# ---- design 1 ----
Design 1, zoomed window:
The bar under the picture is 10 microns long. Region (284, 163) to (324, 203) microns. Cells in gray, sequential cells in the stronger gray; small squares are vias.
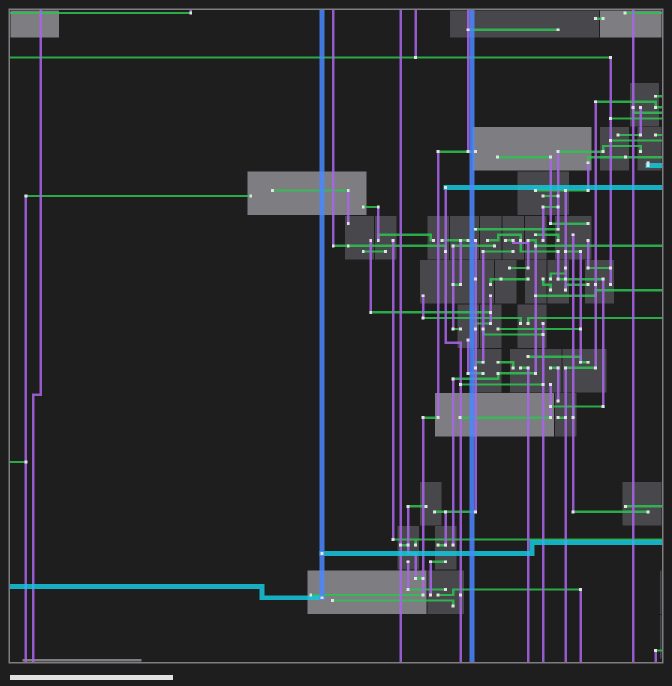

### config.mk
export PLATFORM = sky130hd
export DESIGN_NAME = mod_exp_ctrl_flat
export DESIGN_NICKNAME = d
export VERILOG_FILES = /design/src/rtl/mod_exp_ctrl_pkg.sv /design/src/rtl/mod_exp_ctrl_if.sv /design/src/rtl/mod_exp_ctrl.sv /design/src/flat_wrapper.sv
export SDC_FILE = /design/constraint.sdc
export NUM_CORES = 2
export LEC_CHECK = 0
export ABC_AREA = 1
export ABC_CLOCK_PERIOD_IN_PS = 2000
export CORE_AREA = 2 2 607 609
export DETAILED_ROUTE_END_ITERATION = 10
export DIE_AREA = 0 0 609 611
export PLACE_DENSITY_LB_ADDON = 0.15
export SYNTH_ARGS = -nofsm -noshare
export SYNTH_HDL_FRONTEND = slang
export SYNTH_SLANG_ARGS = --single-unit
### constraint.sdc
create_clock -name clk -period 2 [get_ports clk]
set_clock_uncertainty 0.15 [all_clocks]
set_input_delay 0.4 -clock clk [delete_from_list [all_inputs] [get_ports clk]]
set_output_delay 0.4 -clock clk [all_outputs]
set_load 0.01 [all_outputs]
### src/rtl/mod_exp_ctrl_pkg.sv
`default_nettype none
// ============================================================================
// Module  : mod_exp_ctrl_pkg
// Brief   : Shared constants and types for the modular-exponent sequencer.
// Revision: 1.0  initial release
// ============================================================================
package mod_exp_ctrl_pkg;

    localparam int ABITS_DEF      = 8;
    localparam int DBITS_DEF      = 256;
    localparam int BITLEN_DEF     = 256;
    localparam int LOG_BITLEN_DEF = 8;

    localparam logic [1:0] OPXX = 2'd0;
    localparam logic [1:0] OPXM = 2'd1;
    localparam logic [1:0] OPX1 = 2'd2;

    localparam int ADDR_X = 0;
    localparam int ADDR_M = 2;

    typedef enum logic [2:0] {
        S_IDLE   = 3'd0,
        S_INIT_X = 3'd1,
        S_INIT_M = 3'd2,
        S_SEL    = 3'd3,
        S_ISSUE  = 3'd4,
        S_ARM    = 3'd5,
        S_WAIT   = 3'd6,
        S_NEXT   = 3'd7
    } state_e;

endpackage
`default_nettype wire

### src/rtl/mod_exp_ctrl_if.sv
`default_nettype none
// ============================================================================
// Module  : mod_exp_ctrl_if
// Brief   : Job handshake to mon_prod plus the operand-RAM init write port.
// Revision: 1.0  initial release
// ============================================================================
interface mod_exp_ctrl_if #(
    parameter int ABITS      = 8,
    parameter int DBITS      = 256,
    parameter int BITLEN     = 256,
    parameter int LOG_BITLEN = 8
) ();
    logic                  mp_start;
    logic [1:0]            mp_op_code;
    logic [LOG_BITLEN:0]   mp_count;
    logic                  mp_stop;
    logic [BITLEN:0]       mp_P;
    logic                  init_wr_en;
    logic [ABITS-1:0]      init_wr_addr;
    logic [DBITS-1:0]      init_wr_data;

    modport master (
        output mp_start, mp_op_code, mp_count,
        output init_wr_en, init_wr_addr, init_wr_data,
        input  mp_stop, mp_P
    );

    modport slave (
        input  mp_start, mp_op_code, mp_count,
        input  init_wr_en, init_wr_addr, init_wr_data,
        output mp_stop, mp_P
    );
endinterface
`default_nettype wire

### src/rtl/mod_exp_ctrl.sv
`default_nettype none
// ============================================================================
// Module  : mod_exp_ctrl
// Brief   : Left-to-right square-and-multiply sequencer driving mon_prod.
// Revision: 1.0  initial release
// ============================================================================
module mod_exp_ctrl
    import mod_exp_ctrl_pkg::*;
#(
    parameter int ABITS      = ABITS_DEF,
    parameter int DBITS      = DBITS_DEF,
    parameter int BITLEN     = BITLEN_DEF,
    parameter int LOG_BITLEN = LOG_BITLEN_DEF,
    parameter int MP_COUNT   = 256,
    parameter int HOLDOFF    = 264
) (
    input  logic                  clk,
    input  logic                  rst,
    input  logic                  go_i,
    input  logic [BITLEN-1:0]     exponent_i,
    input  logic [LOG_BITLEN:0]   exp_len_i,
    input  logic [DBITS-1:0]      r_mod_i,
    input  logic [DBITS-1:0]      m_bar_i,
    mod_exp_ctrl_if.master        mp,
    output logic                  busy_o,
    output logic                  done_o,
    output logic [BITLEN-1:0]     result_o
);

    localparam int                  c_HOLD_W   = $clog2(HOLDOFF + 1);
    localparam logic [LOG_BITLEN:0] c_BITLEN_L = (LOG_BITLEN + 1)'(BITLEN);

    state_e                 state_q, state_d;
    logic [1:0]             op_q, op_d;
    logic [LOG_BITLEN:0]    rem_q, rem_d;
    logic [LOG_BITLEN-1:0]  idx_q, idx_d;
    logic [BITLEN-1:0]      exp_q, exp_d;
    logic                   busy_q, busy_d;
    logic                   done_q, done_d;
    logic [BITLEN-1:0]      result_q, result_d;
    logic                   start_q, start_d;
    logic                   wr_en_q, wr_en_d;
    logic [ABITS-1:0]       wr_addr_q, wr_addr_d;
    logic [DBITS-1:0]       wr_data_q, wr_data_d;
    logic [c_HOLD_W-1:0]    holdoff_q;
    logic [LOG_BITLEN:0]    w_len;

    assign w_len = (exp_len_i > c_BITLEN_L) ? c_BITLEN_L : exp_len_i;

    always_comb begin
        state_d   = state_q;
        op_d      = op_q;
        rem_d     = rem_q;
        idx_d     = idx_q;
        exp_d     = exp_q;
        busy_d    = busy_q;
        done_d    = 1'b0;
        result_d  = result_q;
        start_d   = 1'b0;
        wr_en_d   = 1'b0;
        wr_addr_d = wr_addr_q;
        wr_data_d = wr_data_q;
        case (state_q)
            S_IDLE: begin
                if (go_i && (holdoff_q == '0)) begin
                    exp_d     = exponent_i;
                    rem_d     = w_len;
                    idx_d     = w_len[LOG_BITLEN-1:0] - 1'b1;
                    busy_d    = 1'b1;
                    wr_en_d   = 1'b1;
                    wr_addr_d = ABITS'(ADDR_X);
                    wr_data_d = r_mod_i;
                    state_d   = S_INIT_X;
                end
            end
            S_INIT_X: begin
                wr_en_d   = 1'b1;
                wr_addr_d = ABITS'(ADDR_M);
                wr_data_d = m_bar_i;
                state_d   = S_INIT_M;
            end
            S_INIT_M: state_d = S_SEL;
            S_SEL: begin
                op_d    = (rem_q == '0) ? OPX1 : OPXX;
                start_d = 1'b1;
                state_d = S_ISSUE;
            end
            S_ISSUE: state_d = S_ARM;
            // mon_prod's stop is still stale from the previous job here
            S_ARM:   state_d = S_WAIT;
            S_WAIT: begin
                if (mp.mp_stop) begin
                    if (op_q == OPXX) begin
                        if (exp_q[idx_q]) begin
                            op_d    = OPXM;
                            start_d = 1'b1;
                            state_d = S_ISSUE;
                        end else begin
                            state_d = S_NEXT;
                        end
                    end else if (op_q == OPXM) begin
                        state_d = S_NEXT;
                    end else begin
                        result_d = mp.mp_P[BITLEN-1:0];
                        done_d   = 1'b1;
                        busy_d   = 1'b0;
                        state_d  = S_IDLE;
                    end
                end
            end
            S_NEXT: begin
                rem_d   = rem_q - 1'b1;
                idx_d   = idx_q - 1'b1;
                state_d = S_SEL;
            end
            default: state_d = S_IDLE;
        endcase
    end

    always_ff @(posedge clk) begin
        if (rst) begin
            state_q   <= S_IDLE;
            op_q      <= OPXX;
            rem_q     <= '0;
            idx_q     <= '0;
            exp_q     <= '0;
            busy_q    <= 1'b0;
            done_q    <= 1'b0;
            result_q  <= '0;
            start_q   <= 1'b0;
            wr_en_q   <= 1'b0;
            wr_addr_q <= '0;
            wr_data_q <= '0;
            holdoff_q <= c_HOLD_W'(HOLDOFF);
        end else begin
            state_q   <= state_d;
            op_q      <= op_d;
            rem_q     <= rem_d;
            idx_q     <= idx_d;
            exp_q     <= exp_d;
            busy_q    <= busy_d;
            done_q    <= done_d;
            result_q  <= result_d;
            start_q   <= start_d;
            wr_en_q   <= wr_en_d;
            wr_addr_q <= wr_addr_d;
            wr_data_q <= wr_data_d;
            if (holdoff_q != '0) begin
                holdoff_q <= holdoff_q - 1'b1;
            end
        end
    end

    assign mp.mp_start     = start_q;
    assign mp.mp_op_code   = op_q;
    assign mp.mp_count     = (LOG_BITLEN + 1)'(MP_COUNT);
    assign mp.init_wr_en   = wr_en_q;
    assign mp.init_wr_addr = wr_addr_q;
    assign mp.init_wr_data = wr_data_q;
    assign busy_o          = busy_q;
    assign done_o          = done_q;
    assign result_o        = result_q;

endmodule
`default_nettype wire

### src/flat_wrapper.sv
// flat-port wrapper written by rule: the top's interface ports become plain ports
module mod_exp_ctrl_flat import mod_exp_ctrl_pkg::*;
#(
    parameter int ABITS      = ABITS_DEF,
    parameter int DBITS      = DBITS_DEF,
    parameter int BITLEN     = BITLEN_DEF,
    parameter int LOG_BITLEN = LOG_BITLEN_DEF,
    parameter int MP_COUNT   = 256,
    parameter int HOLDOFF    = 264
)
  (clk, rst, go_i, exponent_i, exp_len_i, r_mod_i, m_bar_i, busy_o, done_o, result_o, mp_mp_start, mp_mp_op_code, mp_mp_count, mp_init_wr_en, mp_init_wr_addr, mp_init_wr_data, mp_mp_stop, mp_mp_P);
  mod_exp_ctrl_if #(.ABITS(ABITS), .DBITS(DBITS), .BITLEN(BITLEN), .LOG_BITLEN(LOG_BITLEN)) mp_i ();
  input  logic clk;
  input  logic rst;
  input  logic go_i;
  input  logic [BITLEN-1:0] exponent_i;
  input  logic [LOG_BITLEN:0] exp_len_i;
  input  logic [DBITS-1:0] r_mod_i;
  input  logic [DBITS-1:0] m_bar_i;
  output logic busy_o;
  output logic done_o;
  output logic [BITLEN-1:0] result_o;
  output wire logic [$bits(mp_i.mp_start)-1:0] mp_mp_start;
  output wire logic [$bits(mp_i.mp_op_code)-1:0] mp_mp_op_code;
  output wire logic [$bits(mp_i.mp_count)-1:0] mp_mp_count;
  output wire logic [$bits(mp_i.init_wr_en)-1:0] mp_init_wr_en;
  output wire logic [$bits(mp_i.init_wr_addr)-1:0] mp_init_wr_addr;
  output wire logic [$bits(mp_i.init_wr_data)-1:0] mp_init_wr_data;
  input wire logic [$bits(mp_i.mp_stop)-1:0] mp_mp_stop;
  input wire logic [$bits(mp_i.mp_P)-1:0] mp_mp_P;
  assign mp_mp_start = mp_i.mp_start;
  assign mp_mp_op_code = mp_i.mp_op_code;
  assign mp_mp_count = mp_i.mp_count;
  assign mp_init_wr_en = mp_i.init_wr_en;
  assign mp_init_wr_addr = mp_i.init_wr_addr;
  assign mp_init_wr_data = mp_i.init_wr_data;
  assign mp_i.mp_stop = mp_mp_stop;
  assign mp_i.mp_P = mp_mp_P;
  mod_exp_ctrl #(.ABITS(ABITS), .DBITS(DBITS), .BITLEN(BITLEN), .LOG_BITLEN(LOG_BITLEN), .MP_COUNT(MP_COUNT), .HOLDOFF(HOLDOFF)) u_core (.clk(clk), .rst(rst), .go_i(go_i), .exponent_i(exponent_i), .exp_len_i(exp_len_i), .r_mod_i(r_mod_i), .m_bar_i(m_bar_i), .mp(mp_i), .busy_o(busy_o), .done_o(done_o), .result_o(result_o));
endmodule
# ---- design 2 ----
--- src/rtl/microwave_pkg.sv ---
// Shared state encoding and default timing constants for the microwave cook controller.
package microwave_pkg;

    localparam int unsigned DEF_TICKS_PER_SEC = 100;
    localparam int unsigned DEF_TIME_W        = 12;
    localparam int unsigned DEF_BEEP_SEC      = 3;

    typedef enum logic [1:0] {
        ST_IDLE    = 2'd0,
        ST_COOKING = 2'd1,
        ST_PAUSED  = 2'd2,
        ST_DONE    = 2'd3
    } state_t;

endpackage

--- src/rtl/mw_tick_gen.sv ---
// Seconds prescaler: counts 0..TICKS_PER_SEC-1 while enabled, flags the terminal count.
module mw_tick_gen
    import microwave_pkg::*;
#(
    parameter int unsigned TICKS_PER_SEC = DEF_TICKS_PER_SEC
) (
    input  logic clk,
    input  logic rst_n,
    input  logic enable,
    input  logic clr,
    output logic tick
);

    localparam int unsigned CNT_W = $clog2(TICKS_PER_SEC);
    localparam logic [CNT_W-1:0] TERM = CNT_W'(TICKS_PER_SEC - 1);

    logic [CNT_W-1:0] cnt;

    // Holds its value whenever enable is low so a pause resumes mid-second.
    always_ff @(posedge clk or negedge rst_n) begin
        if (!rst_n) begin
            cnt <= '0;
        end else if (clr) begin
            cnt <= '0;
        end else if (enable) begin
            cnt <= (cnt == TERM) ? '0 : cnt + CNT_W'(1);
        end
    end

    assign tick = enable && (cnt == TERM);

endmodule

--- src/rtl/microwave_cook_ctrl.sv ---
// Microwave cook controller: button edge detection, remaining-time counter and
// the IDLE/COOKING/PAUSED/DONE sequencer with completion beep.
module microwave_cook_ctrl
    import microwave_pkg::*;
#(
    parameter int unsigned TICKS_PER_SEC = DEF_TICKS_PER_SEC,
    parameter int unsigned TIME_W        = DEF_TIME_W,
    parameter int unsigned BEEP_SEC      = DEF_BEEP_SEC
) (
    input  logic              clk,
    input  logic              rst_n,
    input  logic              start,
    input  logic              stop,
    input  logic              clear,
    input  logic              door_closed,
    input  logic              load,
    input  logic [TIME_W-1:0] cook_time,
    output logic              magnetron_on,
    output logic              lamp_on,
    output logic [TIME_W-1:0] remaining,
    output logic              done,
    output logic              beep,
    output logic [1:0]        state
);

    localparam int unsigned BEEP_W = (BEEP_SEC > 1) ? $clog2(BEEP_SEC) : 1;
    localparam logic [BEEP_W-1:0] BEEP_LAST = BEEP_W'(BEEP_SEC - 1);

    state_t            st;
    logic [BEEP_W-1:0] beep_cnt;
    logic              start_q, stop_q, clear_q;
    logic              hist_valid;
    logic              start_edge, stop_edge, clear_edge;
    logic              tick;
    logic              tick_en, tick_clr;

    // Edges are suppressed until history holds one real sample after reset,
    // so a button held through reset release does not act.
    assign start_edge = hist_valid && start && !start_q;
    assign stop_edge  = hist_valid && stop  && !stop_q;
    assign clear_edge = hist_valid && clear && !clear_q;

    // Prescaler runs only when no higher-priority event preempts the tick.
    assign tick_en  = ((st == ST_COOKING) || (st == ST_DONE))
                      && door_closed && !stop_edge && !clear_edge;
    assign tick_clr = clear_edge || (st == ST_IDLE)
                      || ((st == ST_PAUSED) && door_closed && stop_edge);

    mw_tick_gen #(
        .TICKS_PER_SEC(TICKS_PER_SEC)
    ) u_tick_gen (
        .clk   (clk),
        .rst_n (rst_n),
        .enable(tick_en),
        .clr   (tick_clr),
        .tick  (tick)
    );

    always_ff @(posedge clk or negedge rst_n) begin
        if (!rst_n) begin
            start_q    <= 1'b0;
            stop_q     <= 1'b0;
            clear_q    <= 1'b0;
            hist_valid <= 1'b0;
        end else begin
            start_q    <= start;
            stop_q     <= stop;
            clear_q    <= clear;
            hist_valid <= 1'b1;
        end
    end

    // Sequencer; priority: clear > door open > stop > second tick > start.
    always_ff @(posedge clk or negedge rst_n) begin
        if (!rst_n) begin
            st        <= ST_IDLE;
            remaining <= '0;
            beep_cnt  <= '0;
            done      <= 1'b0;
            beep      <= 1'b0;
        end else begin
            done <= 1'b0;
            case (st)
                ST_IDLE: begin
                    if (clear_edge) begin
                        remaining <= '0;
                    end else begin
                        if (load) begin
                            remaining <= cook_time;
                        end
                        if (door_closed && !stop_edge && start_edge && (remaining != '0)) begin
                            st <= ST_COOKING;
                        end
                    end
                end
                ST_COOKING: begin
                    if (clear_edge) begin
                        st        <= ST_IDLE;
                        remaining <= '0;
                    end else if (!door_closed || stop_edge) begin
                        st <= ST_PAUSED;
                    end else if (tick && (remaining != '0)) begin
                        remaining <= remaining - TIME_W'(1);
                        if (remaining == TIME_W'(1)) begin
                            st       <= ST_DONE;
                            done     <= 1'b1;
                            beep     <= 1'b1;
                            beep_cnt <= '0;
                        end
                    end
                end
                ST_PAUSED: begin
                    if (clear_edge) begin
                        st        <= ST_IDLE;
                        remaining <= '0;
                    end else if (!door_closed) begin
                        st <= ST_PAUSED;
                    end else if (stop_edge) begin
                        st        <= ST_IDLE;
                        remaining <= '0;
                    end else if (start_edge) begin
                        st <= ST_COOKING;
                    end
                end
                ST_DONE: begin
                    if (clear_edge || !door_closed || stop_edge || start_edge) begin
                        st   <= ST_IDLE;
                        beep <= 1'b0;
                    end else if (tick) begin
                        if (beep_cnt == BEEP_LAST) begin
                            st   <= ST_IDLE;
                            beep <= 1'b0;
                        end else begin
                            beep_cnt <= beep_cnt + BEEP_W'(1);
                        end
                    end
                end
                default: st <= ST_IDLE;
            endcase
        end
    end

    assign state        = st;
    assign magnetron_on = (st == ST_COOKING) && door_closed;
    assign lamp_on      = (st == ST_COOKING) || !door_closed;

endmodule
--- config.mk ---
export PLATFORM = sky130hd
export DESIGN_NAME = microwave_cook_ctrl
export DESIGN_NICKNAME = d
export VERILOG_FILES = /design/src/rtl/microwave_pkg.sv /design/src/rtl/mw_tick_gen.sv /design/src/rtl/microwave_cook_ctrl.sv
export SDC_FILE = /design/constraint.sdc
export NUM_CORES = 1
export LEC_CHECK = 0
export ABC_CLOCK_PERIOD_IN_PS = 5160
export CORE_ASPECT_RATIO = 0.9
export CORE_MARGIN = 2
export CORE_UTILIZATION = 55
export DETAILED_ROUTE_END_ITERATION = 10
export HOLD_SLACK_MARGIN = 0.03
export PLACE_DENSITY_LB_ADDON = 0.3
export REMOVE_ABC_BUFFERS = 1
export SLEW_MARGIN = 20
export SYNTH_ARGS = -nofsm -noshare
export SYNTH_HDL_FRONTEND = slang
export SYNTH_HIERARCHICAL = 1
export SYNTH_SLANG_ARGS = --single-unit
--- constraint.sdc ---
create_clock -name clk -period 5.16 [get_ports clk]
set_clock_uncertainty 0.15 [all_clocks]
set_input_delay 1.032 -clock clk [delete_from_list [all_inputs] [get_ports clk]]
set_output_delay 1.032 -clock clk [all_outputs]
set_load 0.005 [all_outputs]
Design 2, sizing map:
The bar under the picture is 20 microns long.
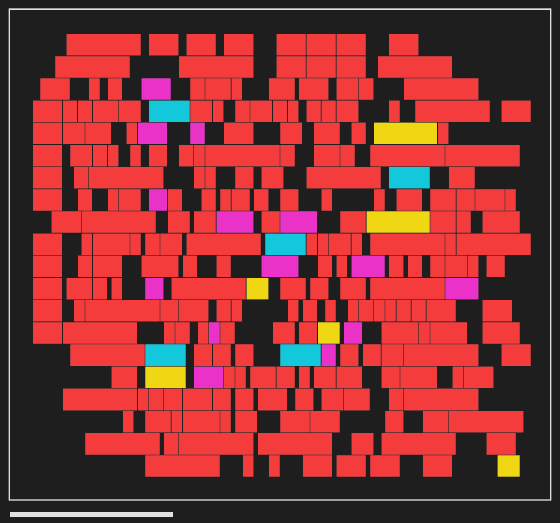
size	color	cells
x3 and x4	yellow	6
x6 and larger	cyan	5
x2	magenta	14
x1 and smaller	red	226

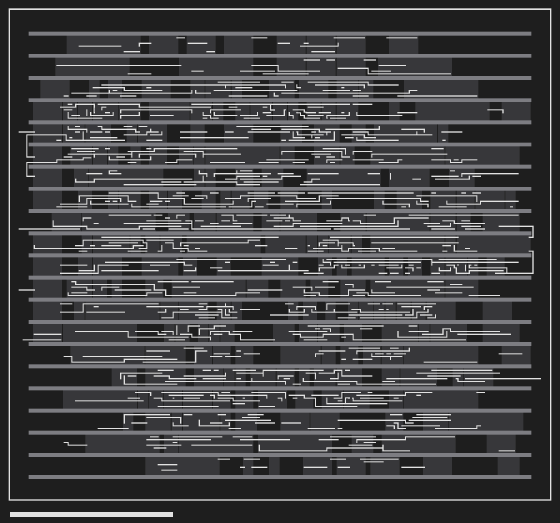
Design 2: the metal 1 layer
The bar under the picture is 20 microns long. Supply wires on this layer in gray. Cells faint in the background.
wire length on this layer	2220 microns
main direction	horizontal
longest straight run	22.5 microns

==> results_tabular.tex, design 2 <==
% Synthesis and place-and-route results
\begin{tabular}{lr}
\hline
Metric & Value \\
\hline
\multicolumn{2}{l}{\textbf{Outcome}} \\
Run status & completed \\
\multicolumn{2}{l}{\textbf{Layout}} \\
Register area & 725.7 sq um \\
Highest-count cells in the layout ignoring fill and taps & sky130\_fd\_sc\_hd\_\_clkdlybuf4s50\_1, sky130\_fd\_sc\_hd\_\_dfrtp\_1, sky130\_fd\_sc\_hd\_\_nor2\_1, sky130\_fd\_sc\_hd\_\_inv\_1, sky130\_fd\_sc\_hd\_\_a21oi\_1 \\
Clock tree buffer count of the final layout & 6 \\
Proportion of layout cells with a drive suffix above 1 & 0.09960 \\
Most numerous logic cell after layout & sky130\_fd\_sc\_hd\_\_clkdlybuf4s50\_1 \\
Leading cell category by total area & multi-input combinational cells \\
Final cell count without fillers & 295 \\
Nets & 277 \\
Final-layout non-clock buffer area share & 0.1595 \\
\multicolumn{2}{l}{\textbf{Power and ir drop}} \\
Combinational logic power & 695 uW \\
Total net switching power & 551.5 uW \\
\multicolumn{2}{l}{\textbf{STA}} \\
Hold Fails Final Rpt & 0 \\
Final Setup Violations & 0 \\
\multicolumn{2}{l}{\textbf{Route}} \\
Wire length on met2 & 2194 microns \\
Vias per inst & 6.176 \\
Antenna Nets Post-Route & 0 \\
Number of vias after detailed routing & 1822 \\
Detailed-route wire length & 4741 microns \\
\multicolumn{2}{l}{\textbf{CTS}} \\
Inserted Clock Buffers & 5 \\
Level count of the clock H-tree & 2 \\
Number of instances resized during post-cts repair & 0 \\
Root buffer selected by CTS & sky130\_fd\_sc\_hd\_\_clkbuf\_8 \\
Clock transition at the registers of the reported paths & 0.06 ns \\
\multicolumn{2}{l}{\textbf{Synth}} \\
Multiplexer share of the synthesized area & 0.02153 \\
Adder-cell area share of the yosys netlist & 0.05219 \\
Synth logic family & simple AND/OR/NAND/NOR gates \\
Top area cell types & sky130\_fd\_sc\_hd\_\_dfrtp\_1, sky130\_fd\_sc\_hd\_\_ha\_1, sky130\_fd\_sc\_hd\_\_nor2\_1, sky130\_fd\_sc\_hd\_\_o31ai\_1, sky130\_fd\_sc\_hd\_\_a21oi\_1 \\
Post-synthesis share of cell area spent on and, or, nand and nor gates & 0.2544 \\
Post-synth top flop & sky130\_fd\_sc\_hd\_\_dfrtp\_1 \\
Compound-cell area share of the yosys netlist & 0.2329 \\
\multicolumn{2}{l}{\textbf{Setup path}} \\
Kind of cell with the highest combined delay on the critical path & simple AND/OR/NAND/NOR gates \\
Critical Path Start & stop \\
Crit. End Element & flop \\
\multicolumn{2}{l}{\textbf{Worst hold path}} \\
Worst hold-check path type & reg -> reg \\
\multicolumn{2}{l}{\textbf{Placed design}} \\
Setup Slack @ Placement & 0.6854 ns \\
\multicolumn{2}{l}{\textbf{Floorplanning}} \\
Core box area & 0.003353 sq mm \\
Number of core rows & 20 \\
Chip area & 0.003977 sq mm \\
\hline
\end{tabular}
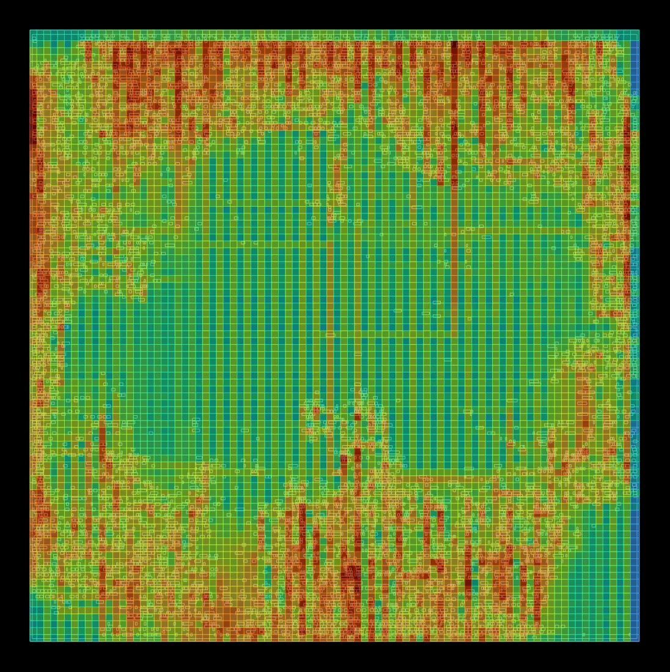
Design 1: congestion heat map
Avg WL per Cell: 26.61 microns
met1 Resource Use GR: 0.1879

## Picture notes: 'zoomed window' of design 1
layer	color
M3	cyan
M2	purple
M4	blue
M1	green
sequential cells in the window	5
most frequent	nand2_1 (6), dfxtp_1 (5)
cells with their middle in the window	35
netlist names of flops here include	u_core.rem_q (5)

==> results_tabular.tex, design 1 <==
% Synthesis and place-and-route results
\begin{tabular}{lr}
\hline
Metric & Value \\
\hline
\multicolumn{2}{l}{\textbf{STA}} \\
Final Setup Violations & 806 \\
Sum Neg Setup Slack & -228.65 ns \\
Setup ws final & -0.4665 ns \\
Post-layout minimum cycle time & 2.466 ns \\
\multicolumn{2}{l}{\textbf{Setup path}} \\
Slowest stage cell on the critical path & sky130\_fd\_sc\_hd\_\_dfxtp\_2 \\
Worst reg-to-reg path cell count & 16 \\
\multicolumn{2}{l}{\textbf{Outcome}} \\
Run status & finished with violations \\
Violated checks & negative setup slack \\
\multicolumn{2}{l}{\textbf{Worst hold path}} \\
Startpoint of the worst hold path & exponent\_i[235] \\
Min-Delay Path Depth & 3 \\
\multicolumn{2}{l}{\textbf{Power and ir drop}} \\
Internal & 33.36 mW \\
Power, Total & 44.75 mW \\
\multicolumn{2}{l}{\textbf{CTS}} \\
Root buffer selected by CTS & sky130\_fd\_sc\_hd\_\_clkbuf\_16 \\
\multicolumn{2}{l}{\textbf{Synth}} \\
Top area cell types & sky130\_fd\_sc\_hd\_\_dfxtp\_1, sky130\_fd\_sc\_hd\_\_nand2\_1, sky130\_fd\_sc\_hd\_\_nor2\_1, sky130\_fd\_sc\_hd\_\_o21ai\_0, sky130\_fd\_sc\_hd\_\_a31oi\_1 \\
Number of cells in Yosys stat & 4573 \\
Post-Synth XOR/XNOR Area & 0.001574 \\
Post-synth top flop & sky130\_fd\_sc\_hd\_\_dfxtp\_1 \\
\multicolumn{2}{l}{\textbf{Layout}} \\
Clk cell area share & 0.05399 \\
\multicolumn{2}{l}{\textbf{Floorplanning}} \\
Number of core rows & 222 \\
\hline
\end{tabular}


==> notes/layouts.md <==
Pictures saved along the way, in no particular order.

Metal 2.
image #1
The bar under the picture is 20 microns long. Cells faint in the background.
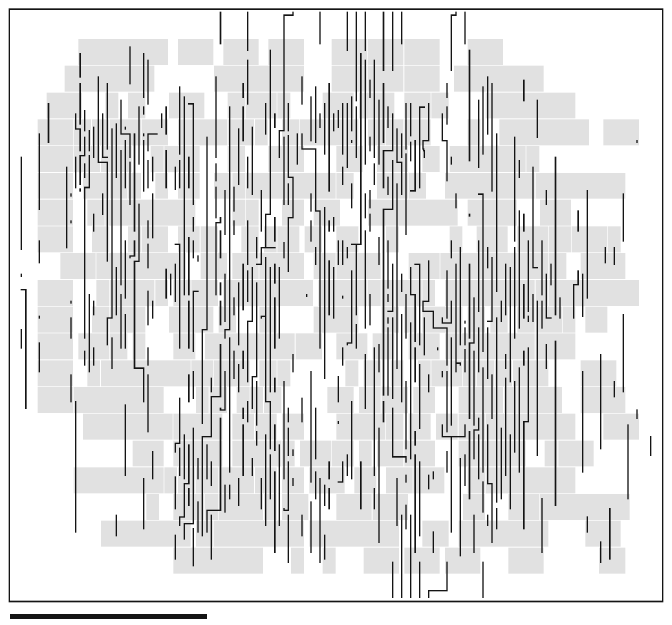
image #2
The bar under the picture is 200 microns long. Cells faint in the background.
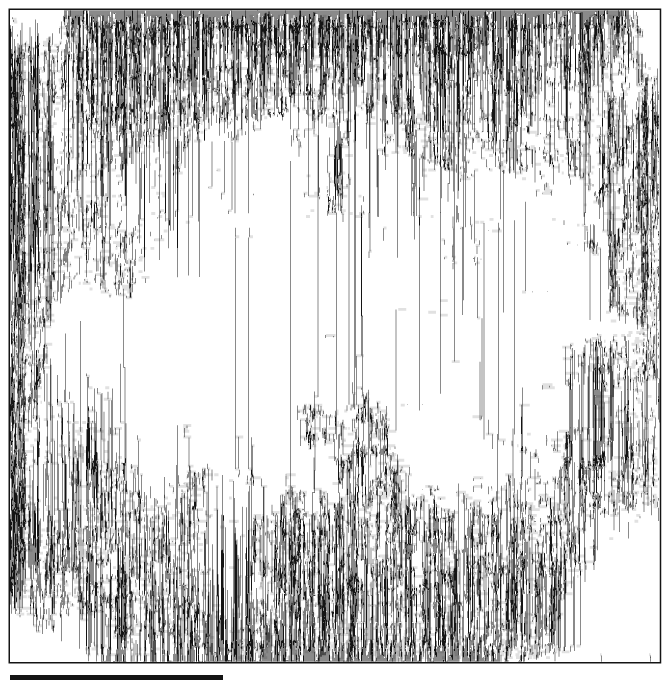
Design 1 is image #2.
Design 2 is image #1.
Of these, largest die: image #2

Power is estimated from default activity; no workload was simulated.
